# stripe_sched_flat

===== config.mk =====
export PLATFORM = sky130hd
export DESIGN_NAME = stripe_sched_flat
export DESIGN_NICKNAME = d
export VERILOG_FILES = /design/src/rtl/stripe_pkg.sv /design/src/rtl/stripe_sched_if.sv /design/src/rtl/credit_counter.sv /design/src/rtl/stripe_sched.sv /design/src/flat_wrapper.sv
export SDC_FILE = /design/constraint.sdc
export NUM_CORES = 1
export LEC_CHECK = 0
export ABC_AREA = 1
export ABC_CLOCK_PERIOD_IN_PS = 3300
export CAP_MARGIN = 10
export CORE_ASPECT_RATIO = 0.75
export CORE_MARGIN = 4
export CORE_UTILIZATION = 40
export DETAILED_ROUTE_END_ITERATION = 6
export PLACE_DENSITY = 0.73
export SLEW_MARGIN = 30
export SYNTH_ARGS = -nofsm -noshare
export SYNTH_HDL_FRONTEND = slang
export SYNTH_SLANG_ARGS = --single-unit

===== constraint.sdc =====
create_clock -name clk_2f -period 3.3 [get_ports clk_2f]
set_clock_uncertainty 0.1 [all_clocks]
set_input_delay 0.66 -clock clk_2f [delete_from_list [all_inputs] [get_ports clk_2f]]
set_output_delay 0.66 -clock clk_2f [all_outputs]
set_load 0.05 [all_outputs]

===== src/rtl/stripe_pkg.sv =====
// -----------------------------------------------------------------------------
// stripe_pkg
// Shared definitions for the two-lane striping scheduler:
//   - state_t       : scheduler FSM states (IDLE / RUN / PAD)
//   - DATA_W_DEF    : default word width
//   - CREDITS_DEF   : default per-lane credit depth
//   - PAD_WORD_DEF  : default fill word for burst-end padding
//   - credit_width(): width of a counter that must hold 0..CREDITS
// -----------------------------------------------------------------------------
package stripe_pkg;

    localparam int          DATA_W_DEF   = 32;
    localparam int          CREDITS_DEF  = 4;
    localparam logic [31:0] PAD_WORD_DEF = 32'h0000_0000;

    typedef enum logic [1:0] {
        IDLE = 2'd0,
        RUN  = 2'd1,
        PAD  = 2'd2
    } state_t;

    // The counter has to represent CREDITS itself (a full lane), hence +1.
    function automatic int credit_width(input int credits);
        return (credits < 1) ? 1 : $clog2(credits + 1);
    endfunction

endpackage


===== src/rtl/stripe_sched_if.sv =====
// -----------------------------------------------------------------------------
// stripe_sched_if
// Bundles the stream handshake, credit returns and lane outputs of the
// striping scheduler.
//   master : word source / credit returner (drives data_in, valid_in,
//            credit_ret_0/1; observes everything else)
//   slave  : the scheduler itself
// Signals:
//   data_in, valid_in, ready_out      upstream valid/ready handshake
//   credit_ret_0, credit_ret_1        one-cycle credit return pulses
//   data_out0/1, valid_out_0/1        per-lane push data and strobe
//   lane_ptr                          lane that takes the next accepted word
//   credits_0, credits_1              per-lane credit counts
//   err_overflow                      sticky credit overflow flag
// -----------------------------------------------------------------------------
interface stripe_sched_if #(
    parameter int DATA_W  = 32,
    parameter int CREDITS = 4
);

    localparam int CW = stripe_pkg::credit_width(CREDITS);

    logic [DATA_W-1:0] data_in;
    logic              valid_in;
    logic              ready_out;
    logic              credit_ret_0;
    logic              credit_ret_1;
    logic [DATA_W-1:0] data_out0;
    logic [DATA_W-1:0] data_out1;
    logic              valid_out_0;
    logic              valid_out_1;
    logic              lane_ptr;
    logic [CW-1:0]     credits_0;
    logic [CW-1:0]     credits_1;
    logic              err_overflow;

    modport master (
        output data_in, valid_in, credit_ret_0, credit_ret_1,
        input  ready_out, data_out0, data_out1, valid_out_0, valid_out_1,
               lane_ptr, credits_0, credits_1, err_overflow
    );

    modport slave (
        input  data_in, valid_in, credit_ret_0, credit_ret_1,
        output ready_out, data_out0, data_out1, valid_out_0, valid_out_1,
               lane_ptr, credits_0, credits_1, err_overflow
    );

endinterface


===== src/rtl/credit_counter.sv =====
// -----------------------------------------------------------------------------
// credit_counter
// Per-lane credit tracker. Starts full (CREDITS), counts down on a push and
// up on a returned credit; a simultaneous push and return cancel out. A
// return into a full counter saturates and raises a sticky overflow flag.
// Ports:
//   clk, rst_n   clock, asynchronous active-low reset
//   i_push       a word is pushed to this lane this cycle
//   i_ret        a credit is returned for this lane this cycle
//   o_count      current credit count
//   o_overflow   sticky overflow flag (cleared only by reset)
// -----------------------------------------------------------------------------
module credit_counter
    import stripe_pkg::*;
#(
    parameter  int CREDITS = CREDITS_DEF,
    localparam int CW      = credit_width(CREDITS)
) (
    input  logic          clk,
    input  logic          rst_n,
    input  logic          i_push,
    input  logic          i_ret,
    output logic [CW-1:0] o_count,
    output logic          o_overflow
);

    localparam logic [CW-1:0] FULL = CW'(CREDITS);

    logic [CW-1:0] r_count;
    logic          r_overflow;

    // The scheduler never pushes into an empty lane, so decrement needs no
    // underflow guard; only the increment side saturates.
    always_ff @(posedge clk or negedge rst_n) begin
        if (!rst_n) begin
            r_count    <= FULL;
            r_overflow <= 1'b0;
        end else if (i_push && !i_ret) begin
            r_count <= r_count - CW'(1);
        end else if (i_ret && !i_push) begin
            if (r_count == FULL) begin
                r_overflow <= 1'b1;
            end else begin
                r_count <= r_count + CW'(1);
            end
        end
    end

    assign o_count    = r_count;
    assign o_overflow = r_overflow;

endmodule


===== src/rtl/stripe_sched.sv =====
// -----------------------------------------------------------------------------
// stripe_sched
// Two-lane striping scheduler. Accepted words are dealt to lane 0 and lane 1
// alternately, each lane gated by its own credit counter. Words appear on the
// lane outputs one cycle after acceptance, as a single-cycle strobe.
// Ports:
//   clk_2f    clock, all state on its rising edge
//   reset_L   asynchronous active-low reset
//   bus       stripe_sched_if.slave (handshake, credit returns, lane outputs,
//             credit counts, overflow flag)
// Build option:
//   STRIPE_PAD_EN  when defined, a burst that ends on an odd word count is
//                  followed by a PAD_WORD push on lane 1 so every burst is
//                  balanced and the next one starts on lane 0. When undefined,
//                  lane_ptr simply carries over into the next burst.
// -----------------------------------------------------------------------------
module stripe_sched
    import stripe_pkg::*;
#(
    parameter int                DATA_W   = DATA_W_DEF,
    parameter int                CREDITS  = CREDITS_DEF,
    parameter logic [DATA_W-1:0] PAD_WORD = DATA_W'(PAD_WORD_DEF)
) (
    input logic           clk_2f,
    input logic           reset_L,
    stripe_sched_if.slave bus
);

    localparam int CW = credit_width(CREDITS);

    state_t            r_state;
    state_t            w_nextState;
    logic              r_lanePtr;
    logic [DATA_W-1:0] r_data0;
    logic [DATA_W-1:0] r_data1;
    logic              r_valid0;
    logic              r_valid1;

    logic              w_ready;
    logic              w_accept;
    logic              w_padPush;
    logic              w_push0;
    logic              w_push1;
    logic [CW-1:0]     w_credits0;
    logic [CW-1:0]     w_credits1;
    logic              w_ovf0;
    logic              w_ovf1;

    // Ready only looks at the lane the next word is headed for; reset_L is
    // folded in so ready drops the instant reset asserts.
    always_comb begin
        w_nextState = r_state;
        w_ready     = 1'b0;
        w_accept    = 1'b0;
        w_padPush   = 1'b0;
        w_push0     = 1'b0;
        w_push1     = 1'b0;

        w_ready   = (r_lanePtr ? (w_credits1 != '0) : (w_credits0 != '0))
                    && (r_state != PAD) && reset_L;
        w_accept  = bus.valid_in && w_ready;
        w_padPush = (r_state == PAD) && (w_credits1 != '0);
        w_push0   = w_accept && !r_lanePtr;
        w_push1   = (w_accept && r_lanePtr) || w_padPush;

        // A stall (valid with no ready) keeps RUN; only a gap in valid_in
        // ends the burst.
        case (r_state)
            IDLE: begin
                if (w_accept) w_nextState = RUN;
            end
            RUN: begin
                if (!bus.valid_in) begin
`ifdef STRIPE_PAD_EN
                    w_nextState = r_lanePtr ? PAD : IDLE;
`else
                    w_nextState = IDLE;
`endif
                end
            end
            PAD: begin
                if (w_padPush) w_nextState = IDLE;
            end
            default: w_nextState = IDLE;
        endcase
    end

    always_ff @(posedge clk_2f or negedge reset_L) begin
        if (!reset_L) begin
            r_state <= IDLE;
        end else begin
            r_state <= w_nextState;
        end
    end

    // Lane registers: strobes are one-cycle, data holds between pushes.
    // The pad push re-aligns the alternation back to lane 0.
    always_ff @(posedge clk_2f or negedge reset_L) begin
        if (!reset_L) begin
            r_data0   <= '0;
            r_data1   <= '0;
            r_valid0  <= 1'b0;
            r_valid1  <= 1'b0;
            r_lanePtr <= 1'b0;
        end else begin
            r_valid0 <= w_push0;
            r_valid1 <= w_push1;
            if (w_push0) r_data0 <= bus.data_in;
            if (w_push1) r_data1 <= w_padPush ? PAD_WORD : bus.data_in;
            if (w_padPush) begin
                r_lanePtr <= 1'b0;
            end else if (w_accept) begin
                r_lanePtr <= ~r_lanePtr;
            end
        end
    end

    credit_counter #(.CREDITS(CREDITS)) u_credit0 (
        .clk        (clk_2f),
        .rst_n      (reset_L),
        .i_push     (w_push0),
        .i_ret      (bus.credit_ret_0),
        .o_count    (w_credits0),
        .o_overflow (w_ovf0)
    );

    credit_counter #(.CREDITS(CREDITS)) u_credit1 (
        .clk        (clk_2f),
        .rst_n      (reset_L),
        .i_push     (w_push1),
        .i_ret      (bus.credit_ret_1),
        .o_count    (w_credits1),
        .o_overflow (w_ovf1)
    );

    assign bus.ready_out    = w_ready;
    assign bus.data_out0    = r_data0;
    assign bus.data_out1    = r_data1;
    assign bus.valid_out_0  = r_valid0;
    assign bus.valid_out_1  = r_valid1;
    assign bus.lane_ptr     = r_lanePtr;
    assign bus.credits_0    = w_credits0;
    assign bus.credits_1    = w_credits1;
    assign bus.err_overflow = w_ovf0 | w_ovf1;

endmodule


===== src/flat_wrapper.sv =====
// flat-port wrapper written by rule: the top's interface ports become plain ports
module stripe_sched_flat import stripe_pkg::*;
#(
    parameter int                DATA_W   = DATA_W_DEF,
    parameter int                CREDITS  = CREDITS_DEF,
    parameter logic [DATA_W-1:0] PAD_WORD = DATA_W'(PAD_WORD_DEF)
)
  (clk_2f, reset_L, bus_data_in, bus_valid_in, bus_credit_ret_0, bus_credit_ret_1, bus_ready_out, bus_data_out0, bus_data_out1, bus_valid_out_0, bus_valid_out_1, bus_lane_ptr, bus_credits_0, bus_credits_1, bus_err_overflow);
  stripe_sched_if #(.DATA_W(DATA_W), .CREDITS(CREDITS)) bus_i ();
  input logic clk_2f;
  input logic reset_L;
  input wire logic [$bits(bus_i.data_in)-1:0] bus_data_in;
  input wire logic [$bits(bus_i.valid_in)-1:0] bus_valid_in;
  input wire logic [$bits(bus_i.credit_ret_0)-1:0] bus_credit_ret_0;
  input wire logic [$bits(bus_i.credit_ret_1)-1:0] bus_credit_ret_1;
  output wire logic [$bits(bus_i.ready_out)-1:0] bus_ready_out;
  output wire logic [$bits(bus_i.data_out0)-1:0] bus_data_out0;
  output wire logic [$bits(bus_i.data_out1)-1:0] bus_data_out1;
  output wire logic [$bits(bus_i.valid_out_0)-1:0] bus_valid_out_0;
  output wire logic [$bits(bus_i.valid_out_1)-1:0] bus_valid_out_1;
  output wire logic [$bits(bus_i.lane_ptr)-1:0] bus_lane_ptr;
  output wire logic [$bits(bus_i.credits_0)-1:0] bus_credits_0;
  output wire logic [$bits(bus_i.credits_1)-1:0] bus_credits_1;
  output wire logic [$bits(bus_i.err_overflow)-1:0] bus_err_overflow;
  assign bus_i.data_in = bus_data_in;
  assign bus_i.valid_in = bus_valid_in;
  assign bus_i.credit_ret_0 = bus_credit_ret_0;
  assign bus_i.credit_ret_1 = bus_credit_ret_1;
  assign bus_ready_out = bus_i.ready_out;
  assign bus_data_out0 = bus_i.data_out0;
  assign bus_data_out1 = bus_i.data_out1;
  assign bus_valid_out_0 = bus_i.valid_out_0;
  assign bus_valid_out_1 = bus_i.valid_out_1;
  assign bus_lane_ptr = bus_i.lane_ptr;
  assign bus_credits_0 = bus_i.credits_0;
  assign bus_credits_1 = bus_i.credits_1;
  assign bus_err_overflow = bus_i.err_overflow;
  stripe_sched #(.DATA_W(DATA_W), .CREDITS(CREDITS), .PAD_WORD(PAD_WORD)) u_core (.clk_2f(clk_2f), .reset_L(reset_L), .bus(bus_i));
endmodule

==> stripe_sched_flat/placement.png <==
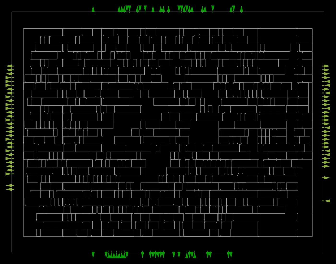
# fillers: 702
sequential share of cell area: 0.4114

==> out/qor.yml <==
status: "complete, no violations"
logic_area_mm2: 0.001094
grt-ovfl-total: 0
avgRoutedWirePerCell_um: 15.35
n_all_buffers: 119
dominant_cells: "flip-flops and latches"
fp_nets: 387
fin_util: 0.6091
vias: 2756
cts_sinks: 75
postSynthSeqShare: 0.5979
r2r-start: "u_core.u_credit1.o_count[2]"
ys_top_logic_family: "simple AND/OR/NAND/NOR gates"
mostFrequentLayoutCells: "nand2_1, clkdlybuf4s50_1, dfrtp_1, nand4_1, inv_1"
fp.dieW_um: 110.4
place_area_mm2: 0.004342
netlist_instances: 344
==> stripe_sched_flat/metal_density.png <==
The die is cut into 22 by 17 equal tiles; dark blue is low, red is high, scaled to the fullest tile. Values are wire area over tile area, all layers added.
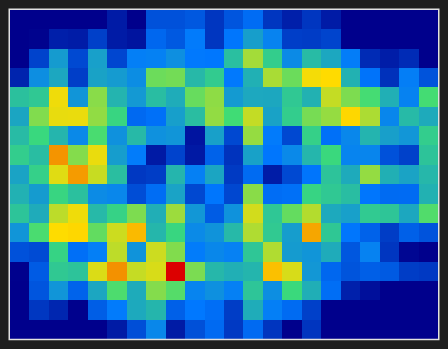
- emptiest ninth of the die: bottom right
- densest ninth of the die: left middle
- tiles over half the peak: 18%

-- critical path: stages (launching register included) --
cell	delay (ns)
dfrtp_1	0.43
nor2_1	0.29
inv_1	0.07
nor2_1	0.17
nor2_4	0.07
buf_4	0.26
buf_12	0.20
-- synthesized netlist by cell type (all sizes together) --
cell	count	share of area
nand3	8	0.017
buf	13	0.027
clkinv	1	0.0012
dfstp	2	0.017
xor2	3	0.0084
dfrtp	73	0.58
nand2	173	0.21
ha	4	0.016
fa	2	0.013
clkbuf	6	0.0072
nand4	33	0.068
xnor2	3	0.0084
o21ai	2	0.0032
nor2	5	0.0084
inv	16	0.019
-- flip-flops by register name, summed over array words and instances, names as in the netlist --
| name | count |
|---|---|
| u_core.bus.lane_ptr | 1 |
| u_core.bus.valid_out_0 | 1 |
| u_core.u_credit0.o_overflow | 1 |
| u_core.u_credit1.o_overflow | 1 |
| u_core.bus.data_out1 | 32 |
| u_core.bus.data_out0 | 32 |
| u_core.bus.valid_out_1 | 1 |
| u_core.u_credit0.o_count | 3 |
| u_core.u_credit1.o_count | 3 |
-- per-layer routing --
metal  vias to the layer above  wire length, um
met5                         -                0
met4                         0               82
met3                        10              690
met2                        97             3933
met1                      1344             3904
li1                       1305                -

# dmem_arbiter

==> dmem_arbiter/metal_density.png <==
The die is cut into 17 by 30 equal tiles; dark blue is low, red is high, scaled to the fullest tile. Values are wire area over tile area, all layers added.
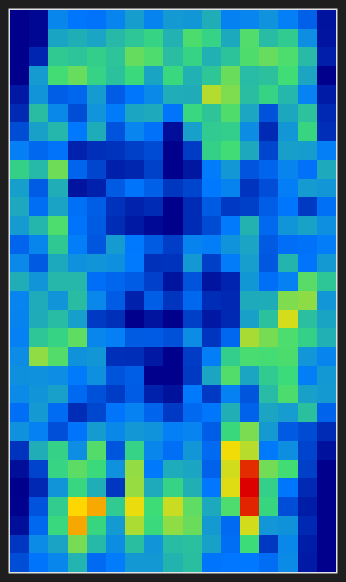
$ cat src/rtl/dmem_pkg.sv
// Shared definitions for the data-memory arbiter: FSM states, port indices
// and the default memory depth.
package dmem_pkg;

    typedef enum logic {
        IDLE   = 1'b0,
        ACCESS = 1'b1
    } state_t;

    localparam int PORT_CPU       = 0;
    localparam int PORT_DBG       = 1;
    localparam int DEPTH_LOG2_DEF = 8;

endpackage

$ cat src/rtl/dmem_arbiter_rr_arb2.sv
// Two-way round-robin grant: a lone requester always wins; under contention
// the port that did not win last time is granted.
module rr_arb2
    import dmem_pkg::*;
(
    input  logic [1:0] valid,
    input  logic       last_grant,
    output logic [1:0] grant
);

    always_comb begin
        grant = 2'b00;
        case (valid)
            2'b01:   grant = 2'b01;
            2'b10:   grant = 2'b10;
            2'b11:   grant = (last_grant == 1'(PORT_DBG)) ? 2'b01 : 2'b10;
            default: grant = 2'b00;
        endcase
    end

endmodule

$ cat src/rtl/dmem_arbiter.sv
// Two-port arbiter/sequencer in front of the 256-word data memory. Serialises
// MEM-stage and loader accesses, one access every two cycles, tagged responses.
module dmem_arbiter
    import dmem_pkg::*;
#(
    parameter int DATA_W     = 32,
    parameter int ADDR_W     = 32,
    parameter int DEPTH_LOG2 = DEPTH_LOG2_DEF
) (
    input  logic              clk,
    input  logic              rst,
    input  logic [1:0]        req_valid,
    input  logic [1:0]        req_write,
    input  logic [ADDR_W-1:0] req_addr0,
    input  logic [ADDR_W-1:0] req_addr1,
    input  logic [DATA_W-1:0] req_wdata0,
    input  logic [DATA_W-1:0] req_wdata1,
    output logic [1:0]        req_ready,
    output logic [1:0]        rsp_valid,
    output logic [DATA_W-1:0] rsp_rdata,
    output logic              rsp_err,
    output logic [ADDR_W-1:0] mem_addr,
    output logic [DATA_W-1:0] mem_wdata,
    output logic              mem_write,
    output logic              mem_read,
    input  logic [DATA_W-1:0] mem_rdata,
    output state_t            dbg_state
);

    // Handshake: a request on port p is accepted at the rising edge where
    // req_valid[p] & req_ready[p]; the requester holds write/addr/wdata stable
    // until then. Responses are single-cycle rsp_valid pulses with no backpressure.

    state_t            state;
    logic              last_grant;
    logic              cmd_port;
    logic              cmd_write;
    logic              cmd_in_range;

    logic [1:0]        grant;
    logic [1:0]        hs;
    logic              hs_port;
    logic              sel_write;
    logic              sel_in_range;
    logic [ADDR_W-1:0] sel_addr;
    logic [DATA_W-1:0] sel_wdata;

    rr_arb2 u_rr_arb2 (
        .valid      (req_valid),
        .last_grant (last_grant),
        .grant      (grant)
    );

    // Ready is forced low while reset is held, even though state already reads IDLE.
    always_comb begin
        req_ready = 2'b00;
        if (!rst && state == IDLE) begin
            req_ready = grant;
        end
    end

    assign hs           = req_valid & req_ready;
    assign hs_port      = hs[1];
    assign sel_write    = hs_port ? req_write[1] : req_write[0];
    assign sel_addr     = hs_port ? req_addr1 : req_addr0;
    assign sel_wdata    = hs_port ? req_wdata1 : req_wdata0;
    assign sel_in_range = (sel_addr[ADDR_W-1:DEPTH_LOG2] == '0);
    assign dbg_state    = state;

    // mem_addr/mem_wdata double as the latched command; strobes are registered
    // so mem_write is high for exactly the ACCESS cycle.
    always_ff @(posedge clk or posedge rst) begin
        if (rst) begin
            state        <= IDLE;
            last_grant   <= 1'(PORT_DBG);
            cmd_port     <= 1'b0;
            cmd_write    <= 1'b0;
            cmd_in_range <= 1'b0;
            rsp_valid    <= 2'b00;
            rsp_rdata    <= '0;
            rsp_err      <= 1'b0;
            mem_addr     <= '0;
            mem_wdata    <= '0;
            mem_write    <= 1'b0;
            mem_read     <= 1'b0;
        end else begin
            rsp_valid <= 2'b00;
            case (state)
                IDLE: begin
                    if (|hs) begin
                        cmd_port     <= hs_port;
                        cmd_write    <= sel_write;
                        cmd_in_range <= sel_in_range;
                        last_grant   <= hs_port;
                        mem_addr     <= sel_addr;
                        mem_wdata    <= sel_wdata;
                        mem_write    <= sel_write & sel_in_range;
                        mem_read     <= ~sel_write & sel_in_range;
                        state        <= ACCESS;
                    end
                end
                ACCESS: begin
                    mem_write <= 1'b0;
                    mem_read  <= 1'b0;
                    rsp_rdata <= (!cmd_write && cmd_in_range) ? mem_rdata : '0;
                    rsp_err   <= ~cmd_in_range;
                    rsp_valid <= (cmd_port == 1'(PORT_CPU)) ? 2'b01 : 2'b10;
                    state     <= IDLE;
                end
                default: state <= IDLE;
            endcase
        end
    end

    a_strobe_exclusive : assert property (@(posedge clk) disable iff (rst) !(mem_write && mem_read));

endmodule
$ cat config.mk
export PLATFORM = sky130hd
export DESIGN_NAME = dmem_arbiter
export DESIGN_NICKNAME = d
export VERILOG_FILES = /design/src/rtl/dmem_pkg.sv /design/src/rtl/dmem_arbiter_rr_arb2.sv /design/src/rtl/dmem_arbiter.sv
export SDC_FILE = /design/constraint.sdc
export NUM_CORES = 1
export LEC_CHECK = 0
export ABC_AREA = 1
export CAP_MARGIN = 40
export CORE_AREA = 2 2 85 148
export DETAILED_ROUTE_END_ITERATION = 16
export DIE_AREA = 0 0 87 150
export PLACE_DENSITY = 0.85
export SETUP_SLACK_MARGIN = 0.5
export SYNTH_ARGS = -nofsm -noshare
export SYNTH_HDL_FRONTEND = slang
export SYNTH_HIERARCHICAL = 1
export SYNTH_SLANG_ARGS = --single-unit
$ cat constraint.sdc
create_clock -name clk -period 6.2 [get_ports clk]
set_input_delay 1.24 -clock clk [delete_from_list [all_inputs] [get_ports clk]]
set_output_delay 1.24 -clock clk [all_outputs]
set_load 0.01 [all_outputs]
==> out/qor.yml <==
viasPerCell: 5.234
setup_violations: 0
met2_length_um: 8614
swShare: 0.3027
diodes: 0
crit_required_ns: 4.96
ys_cells: 552
largest_area_cell: "dfrtp_1"
status: "complete, no violations"
cts_setup_buffers: 0
powerDensity_mw_per_mm2: 282.0
drv_slew: 0
grt_pass1_wl_um: 24350
whs_path_depth: 1
wl_um: 15720
top_cells_by_area: "dfrtp_1, nand2_1, a32o_1"
gp_congestion: 0.9245
r2r_slack_ns: 2.89
p_comb_w: 0.000723
hold_viol_final: 0
rsz0062_at_grt: "no"
critical_path_class: "in -> out"
register_area_mm2: 0.002654
avgRoutedWirePerCell_um: 16.72
yosys.area_share.adder: 0
arrival_ns: 3.61
p_int_w: 0.001551
dr_wl_met3_um: 889
die_h_um: 150
powerClk_w: 0.000590
ys_sh_aoi: 0.1487
netlist_area_mm2: 0.004873
grt-ovfl-total: 0
yosys.area.top_type_share: 0.5392
netlist_instances: 552
cp_slowest_cell: "clkdlybuf4s50_1"
fmax_mhz: 206.1
path_common_cell: "clkdlybuf4s50_1"
## Picture notes: dmem_arbiter/metal_density.png
- nearly empty tiles: 4.9%
- emptiest ninth of the die: middle
- fullest tile: 0.66
- tiles over half the peak: 12%
- mean over tiles: 0.20

layout by cell type (no fill, tap or decap), types with 4 or more instances in the layout:
master and instances:
nand3_1 4, a31oi_1 47, nand2_1 175, a32o_1 32, clkdlybuf4s50_1 269, nand4_1 18
nor2_1 59, inv_1 38, clkbuf_16 9, o21ai_0 16, dfrtp_1 105
Yosys cell counts, drive strengths merged:
cell type    n
nand2      178
nand3        5
a21oi        2
a31oi       47
nor3b        2
o21ai       17
mux2i        1
o21bai       1
dfstp        1
buf         26
clkbuf      14
dfrtp      105
nor2        62
inv         41
a32o        32
nand4       18
stage by stage:
step,std cells,setup slack [ns],area (um^2),power [W]
2_1_floorplan,552,2.173,4873,0.001199
3_3_place_gp,921,1.210,7531,0.001616
3_5_place_dp,924,1.059,7576,0.001646
4_1_cts,940,1.411,7885,0.002245
5_1_grt,940,1.047,7885,0.002338
6_report,940,1.347,7885,0.002224
layout make-up:
cell class / count / share of cell area
clock buffer: 9 / 0.02856
clock inverter: 7 / 0.01063
inverter: 41 / 0.01983
multi-input combinational: 365 / 0.2326
sequential: 106 / 0.3366
tap: 137 / 0.02174
timing repair buffer: 275 / 0.3500

# resta_serial

==> resta_serial/flops_by_reg.png <==
The bar under the picture is 20 um long.
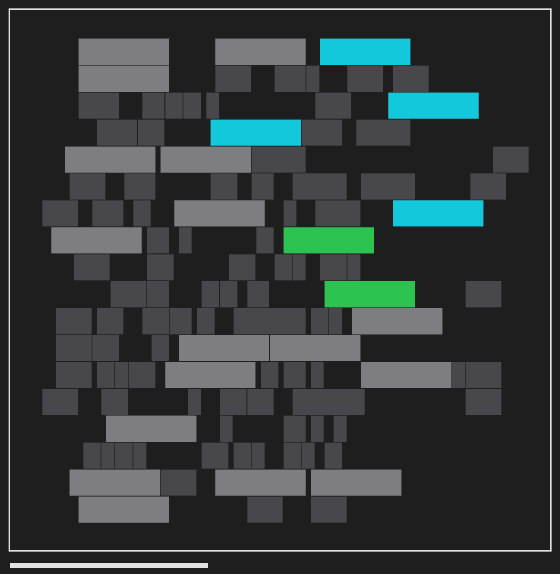
==> resta_serial/metal_density.png <==
The die is cut into 11 by 11 equal tiles; dark blue is low, red is high, scaled to the fullest tile. Values are wire area over tile area, all layers added.
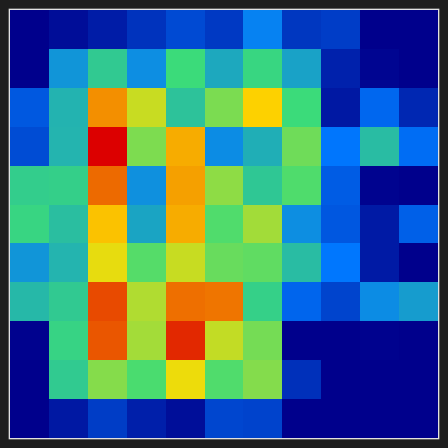
==> resta_serial/placement.png <==
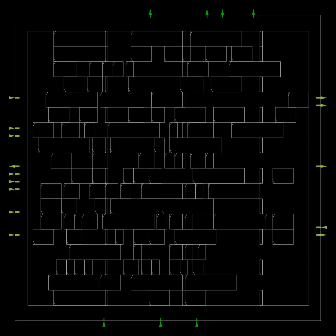
`src/rtl/resta_pkg.sv`:
```
// Shared types for the serial subtractor and the ALU control FSM that decodes
// its status.
package resta_pkg;

  typedef enum logic [1:0] {
    IDLE = 2'd0,
    RUN  = 2'd1,
    DONE = 2'd2
  } estado_t;

endpackage : resta_pkg

```
`src/rtl/resta_posicion.sv`:
```
// One-bit full subtractor cell: resta = A - B - Bin, Bout = borrow out.
module resta_posicion (
  input  logic A,
  input  logic B,
  input  logic Bin,
  output logic resta,
  output logic Bout
);

  assign resta = A ^ B ^ Bin;
  assign Bout  = (~A & B) | (~(A ^ B) & Bin);

endmodule : resta_posicion

```
`src/rtl/resta_serial.sv`:
```
// Bit-serial N-bit subtractor computing A - B - BIN LSB first with a single
// full-subtractor cell, a borrow flop and a start/busy/done handshake.
module resta_serial
  import resta_pkg::*;
#(
  parameter int N = 4
) (
  input  logic         clk,
  input  logic         rst,
  input  logic         start,
  input  logic [N-1:0] A,
  input  logic [N-1:0] B,
  input  logic         BIN,
  output logic         busy,
  output logic         done,
  output logic [N-1:0] diferencia,
  output logic         bout,
  output logic         overflow,
  output logic         zero
);

  localparam int            CW       = $clog2(N);
  localparam logic [CW-1:0] CNT_LAST = CW'(N - 1);

  estado_t       state_q, state_d;
  logic [CW-1:0] cnt_q, cnt_d;
  logic [N-1:0]  a_q, a_d;
  logic [N-1:0]  b_q, b_d;
  logic [N-1:0]  dif_q, dif_d;
  logic          br_q, br_d;
  logic          a_msb_q, a_msb_d;
  logic          b_msb_q, b_msb_d;
  logic          busy_q, busy_d;
  logic          done_q, done_d;
  logic          bout_q, bout_d;
  logic          ovf_q, ovf_d;
  logic          zero_q, zero_d;

  logic          bit_s;
  logic          borrow_s;
  logic [N-1:0]  dif_next_s;

  resta_posicion u_celda (
    .A    (a_q[0]),
    .B    (b_q[0]),
    .Bin  (br_q),
    .resta(bit_s),
    .Bout (borrow_s)
  );

  // New result bit enters at the MSB so that after N shifts bit 0 sits at LSB.
  assign dif_next_s = {bit_s, dif_q[N-1:1]};

  // Next-state, datapath and flag computation for the IDLE/RUN/DONE sequence.
  always_comb begin
    state_d = state_q;
    cnt_d   = cnt_q;
    a_d     = a_q;
    b_d     = b_q;
    dif_d   = dif_q;
    br_d    = br_q;
    a_msb_d = a_msb_q;
    b_msb_d = b_msb_q;
    bout_d  = bout_q;
    ovf_d   = ovf_q;
    zero_d  = zero_q;
    busy_d  = 1'b0;
    done_d  = 1'b0;

    case (state_q)
      IDLE: begin
        if (start) begin
          a_d     = A;
          b_d     = B;
          br_d    = BIN;
          a_msb_d = A[N-1];
          b_msb_d = B[N-1];
          cnt_d   = {CW{1'b0}};
          busy_d  = 1'b1;
          state_d = RUN;
        end else begin
          state_d = IDLE;
        end
      end

      RUN: begin
        dif_d = dif_next_s;
        a_d   = {1'b0, a_q[N-1:1]};
        b_d   = {1'b0, b_q[N-1:1]};
        br_d  = borrow_s;
        if (cnt_q == CNT_LAST) begin
          // Flags are frozen here, from the final bit and the captured MSBs.
          cnt_d   = {CW{1'b0}};
          bout_d  = borrow_s;
          ovf_d   = (a_msb_q != b_msb_q) && (bit_s != a_msb_q);
          zero_d  = (dif_next_s == {N{1'b0}});
          busy_d  = 1'b0;
          state_d = DONE;
        end else begin
          cnt_d   = cnt_q + CW'(1'b1);
          busy_d  = 1'b1;
          state_d = RUN;
        end
      end

      DONE: begin
        done_d  = 1'b1;
        state_d = IDLE;
      end

      default: begin
        state_d = IDLE;
      end
    endcase
  end

  // State, datapath and registered outputs; reset aborts any operation.
  always_ff @(posedge clk or posedge rst) begin
    if (rst) begin
      state_q <= IDLE;
      cnt_q   <= {CW{1'b0}};
      a_q     <= {N{1'b0}};
      b_q     <= {N{1'b0}};
      dif_q   <= {N{1'b0}};
      br_q    <= 1'b0;
      a_msb_q <= 1'b0;
      b_msb_q <= 1'b0;
      busy_q  <= 1'b0;
      done_q  <= 1'b0;
      bout_q  <= 1'b0;
      ovf_q   <= 1'b0;
      zero_q  <= 1'b0;
    end else begin
      state_q <= state_d;
      cnt_q   <= cnt_d;
      a_q     <= a_d;
      b_q     <= b_d;
      dif_q   <= dif_d;
      br_q    <= br_d;
      a_msb_q <= a_msb_d;
      b_msb_q <= b_msb_d;
      busy_q  <= busy_d;
      done_q  <= done_d;
      bout_q  <= bout_d;
      ovf_q   <= ovf_d;
      zero_q  <= zero_d;
    end
  end

  assign busy       = busy_q;
  assign done       = done_q;
  assign diferencia = dif_q;
  assign bout       = bout_q;
  assign overflow   = ovf_q;
  assign zero       = zero_q;

endmodule : resta_serial

```
`config.mk`:
```
export PLATFORM = sky130hd
export DESIGN_NAME = resta_serial
export DESIGN_NICKNAME = d
export VERILOG_FILES = /design/src/rtl/resta_pkg.sv /design/src/rtl/resta_posicion.sv /design/src/rtl/resta_serial.sv
export SDC_FILE = /design/constraint.sdc
export NUM_CORES = 1
export LEC_CHECK = 0
export CORE_MARGIN = 2
export CORE_UTILIZATION = 40
export CTS_CLUSTER_DIAMETER = 80
export DETAILED_ROUTE_END_ITERATION = 6
export GPL_TIMING_DRIVEN = 0
export PLACE_DENSITY = 0.67
export SLEW_MARGIN = 15
export SYNTH_ARGS = -nofsm -noshare
export SYNTH_HDL_FRONTEND = slang
export SYNTH_SLANG_ARGS = --single-unit
```
`constraint.sdc`:
```
create_clock -name clk -period 3.1 [get_ports clk]
set_input_delay 0.93 -clock clk [delete_from_list [all_inputs] [get_ports clk]]
set_output_delay 0.93 -clock clk [all_outputs]
set_load 0.02 [all_outputs]
```
==> out/qor.yml <==
status: "complete, no violations"
post-route-drc-count: 0
crit_path_max_fanout: 6
fp.dieW_um: 54.55
io-pin-count: 21
path_cells: "clkdlybuf4s50_1"
tns_ns: 0
fmax_mhz: 430.9
synth.distinct_cells: 23
place_area_mm2: 0.001260
netlist_area_mm2: 0.001022
finalClockPeriodUsage: 0.7485
nets: 127
worst_pin_slew_ns: 0.8523
register_area_um2: 575.6
met1_length_um: 833
muxShareOfSynthArea: 0.08078
slowest_delay_ns: 0.64
fp_nets: 102
hold_viol_final: 0
vias: 698
top_cells_by_area: "dfrtp_1, mux2_4, o21ai_0"
rr_worst_depth: 4
ys_area_mm2: 0.001022
ys_cells: 88
edf_count: 0
first_pass_iters: 4
yosysMostFrequentCell: "dfrtp_1"
drv_slew: 0
cts_tree: "built"
finalPower_w: 0.001284
grt_usage: 0.1342
grt-ovfl-total: 0
n_all_buffers: 25
netlist_instances: 88
worst-path-buf-inv: 1
xor_share: 0
fin_cells: 142
endpoint_kind: "output port"
top_usage_layer: "met2"
About resta_serial/flops_by_reg.png:
- cyan: `diferencia` (flops 4)
- green: `cnt_q` (flops 2)

About resta_serial/metal_density.png:
- emptiest ninth of the die: bottom right
- densest ninth of the die: middle
- mean over tiles: 0.091
- tiles over half the peak: 29%

About resta_serial/placement.png:
flop count: 23
core box area: 0.002455 mm^2

-- state kept, by name, indices dropped and copies added (netlist names) --
register    count
state_q         2
overflow        1
zero            1
b_q             4
bout            1
diferencia      4
b_msb_q         1
a_msb_q         1
br_q            1
cnt_q           2
done            1
a_q             4
-- report_power, final --
group	leakage (nW)	internal [W]	total, W	switching [W]
Sequential	0.290	0.000429	0.000520	0.0000913
Clock	0.0150	0.0000501	0.000137	0.0000868
Combinational	0.280	0.000332	0.000626	0.000294
Total	0.585	0.000811	0.00128	0.000473
-- cell usage in the layout (no fill, tap or decap) --
cell             netlist  layout
fa_1                   1       1
nand2b_1               3       3
buf_4                  1       1
a21oi_1                3       3
nor2_2                 1       1
mux2_2                 2       2
ha_1                   1       1
buf_2                  3       3
clkbuf_4               0       3
a22oi_1                6       6
o31ai_1                1       1
clkbuf_1               0       1
dfrtp_1               23      23
mux2_4                 4       4
clkbuf_2               1       1
inv_1                  5       5
nor3b_1                1       1
nor2b_1                4       4
nand2_1               12      12
a22o_1                 2       2
o21bai_1               1       1
or4_4                  1       1
o21ai_2                1       1
o21ai_0               10      10
nand3b_4               1       1
clkdlybuf4s50_1        0      20


==> notes/layouts.md <==
Pictures saved along the way, in no particular order.

Routed clock nets over the placement.
The bar under the picture is 20 um long.
(a)
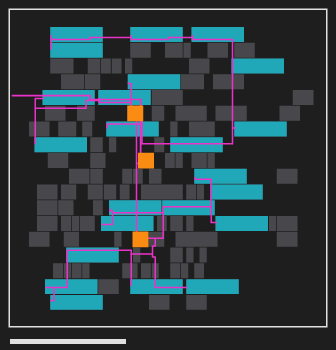
(b)
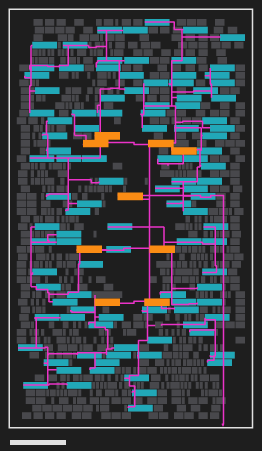
(c)
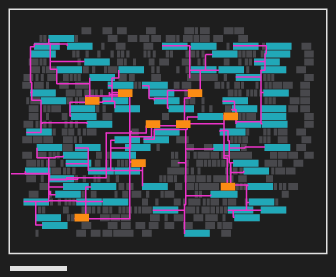
The one with the fewest sequential cells is (a).
- (c) = stripe_sched_flat
- (b) = dmem_arbiter
- (a) = resta_serial

Key to (c):
- magenta: clock wires (length 905 um)
- cyan: flip-flops (count 75)
- orange: clock drivers (count 9)
- flops lie: all over the die
- routed clock nets: 10

Power is estimated from default activity; no workload was simulated.
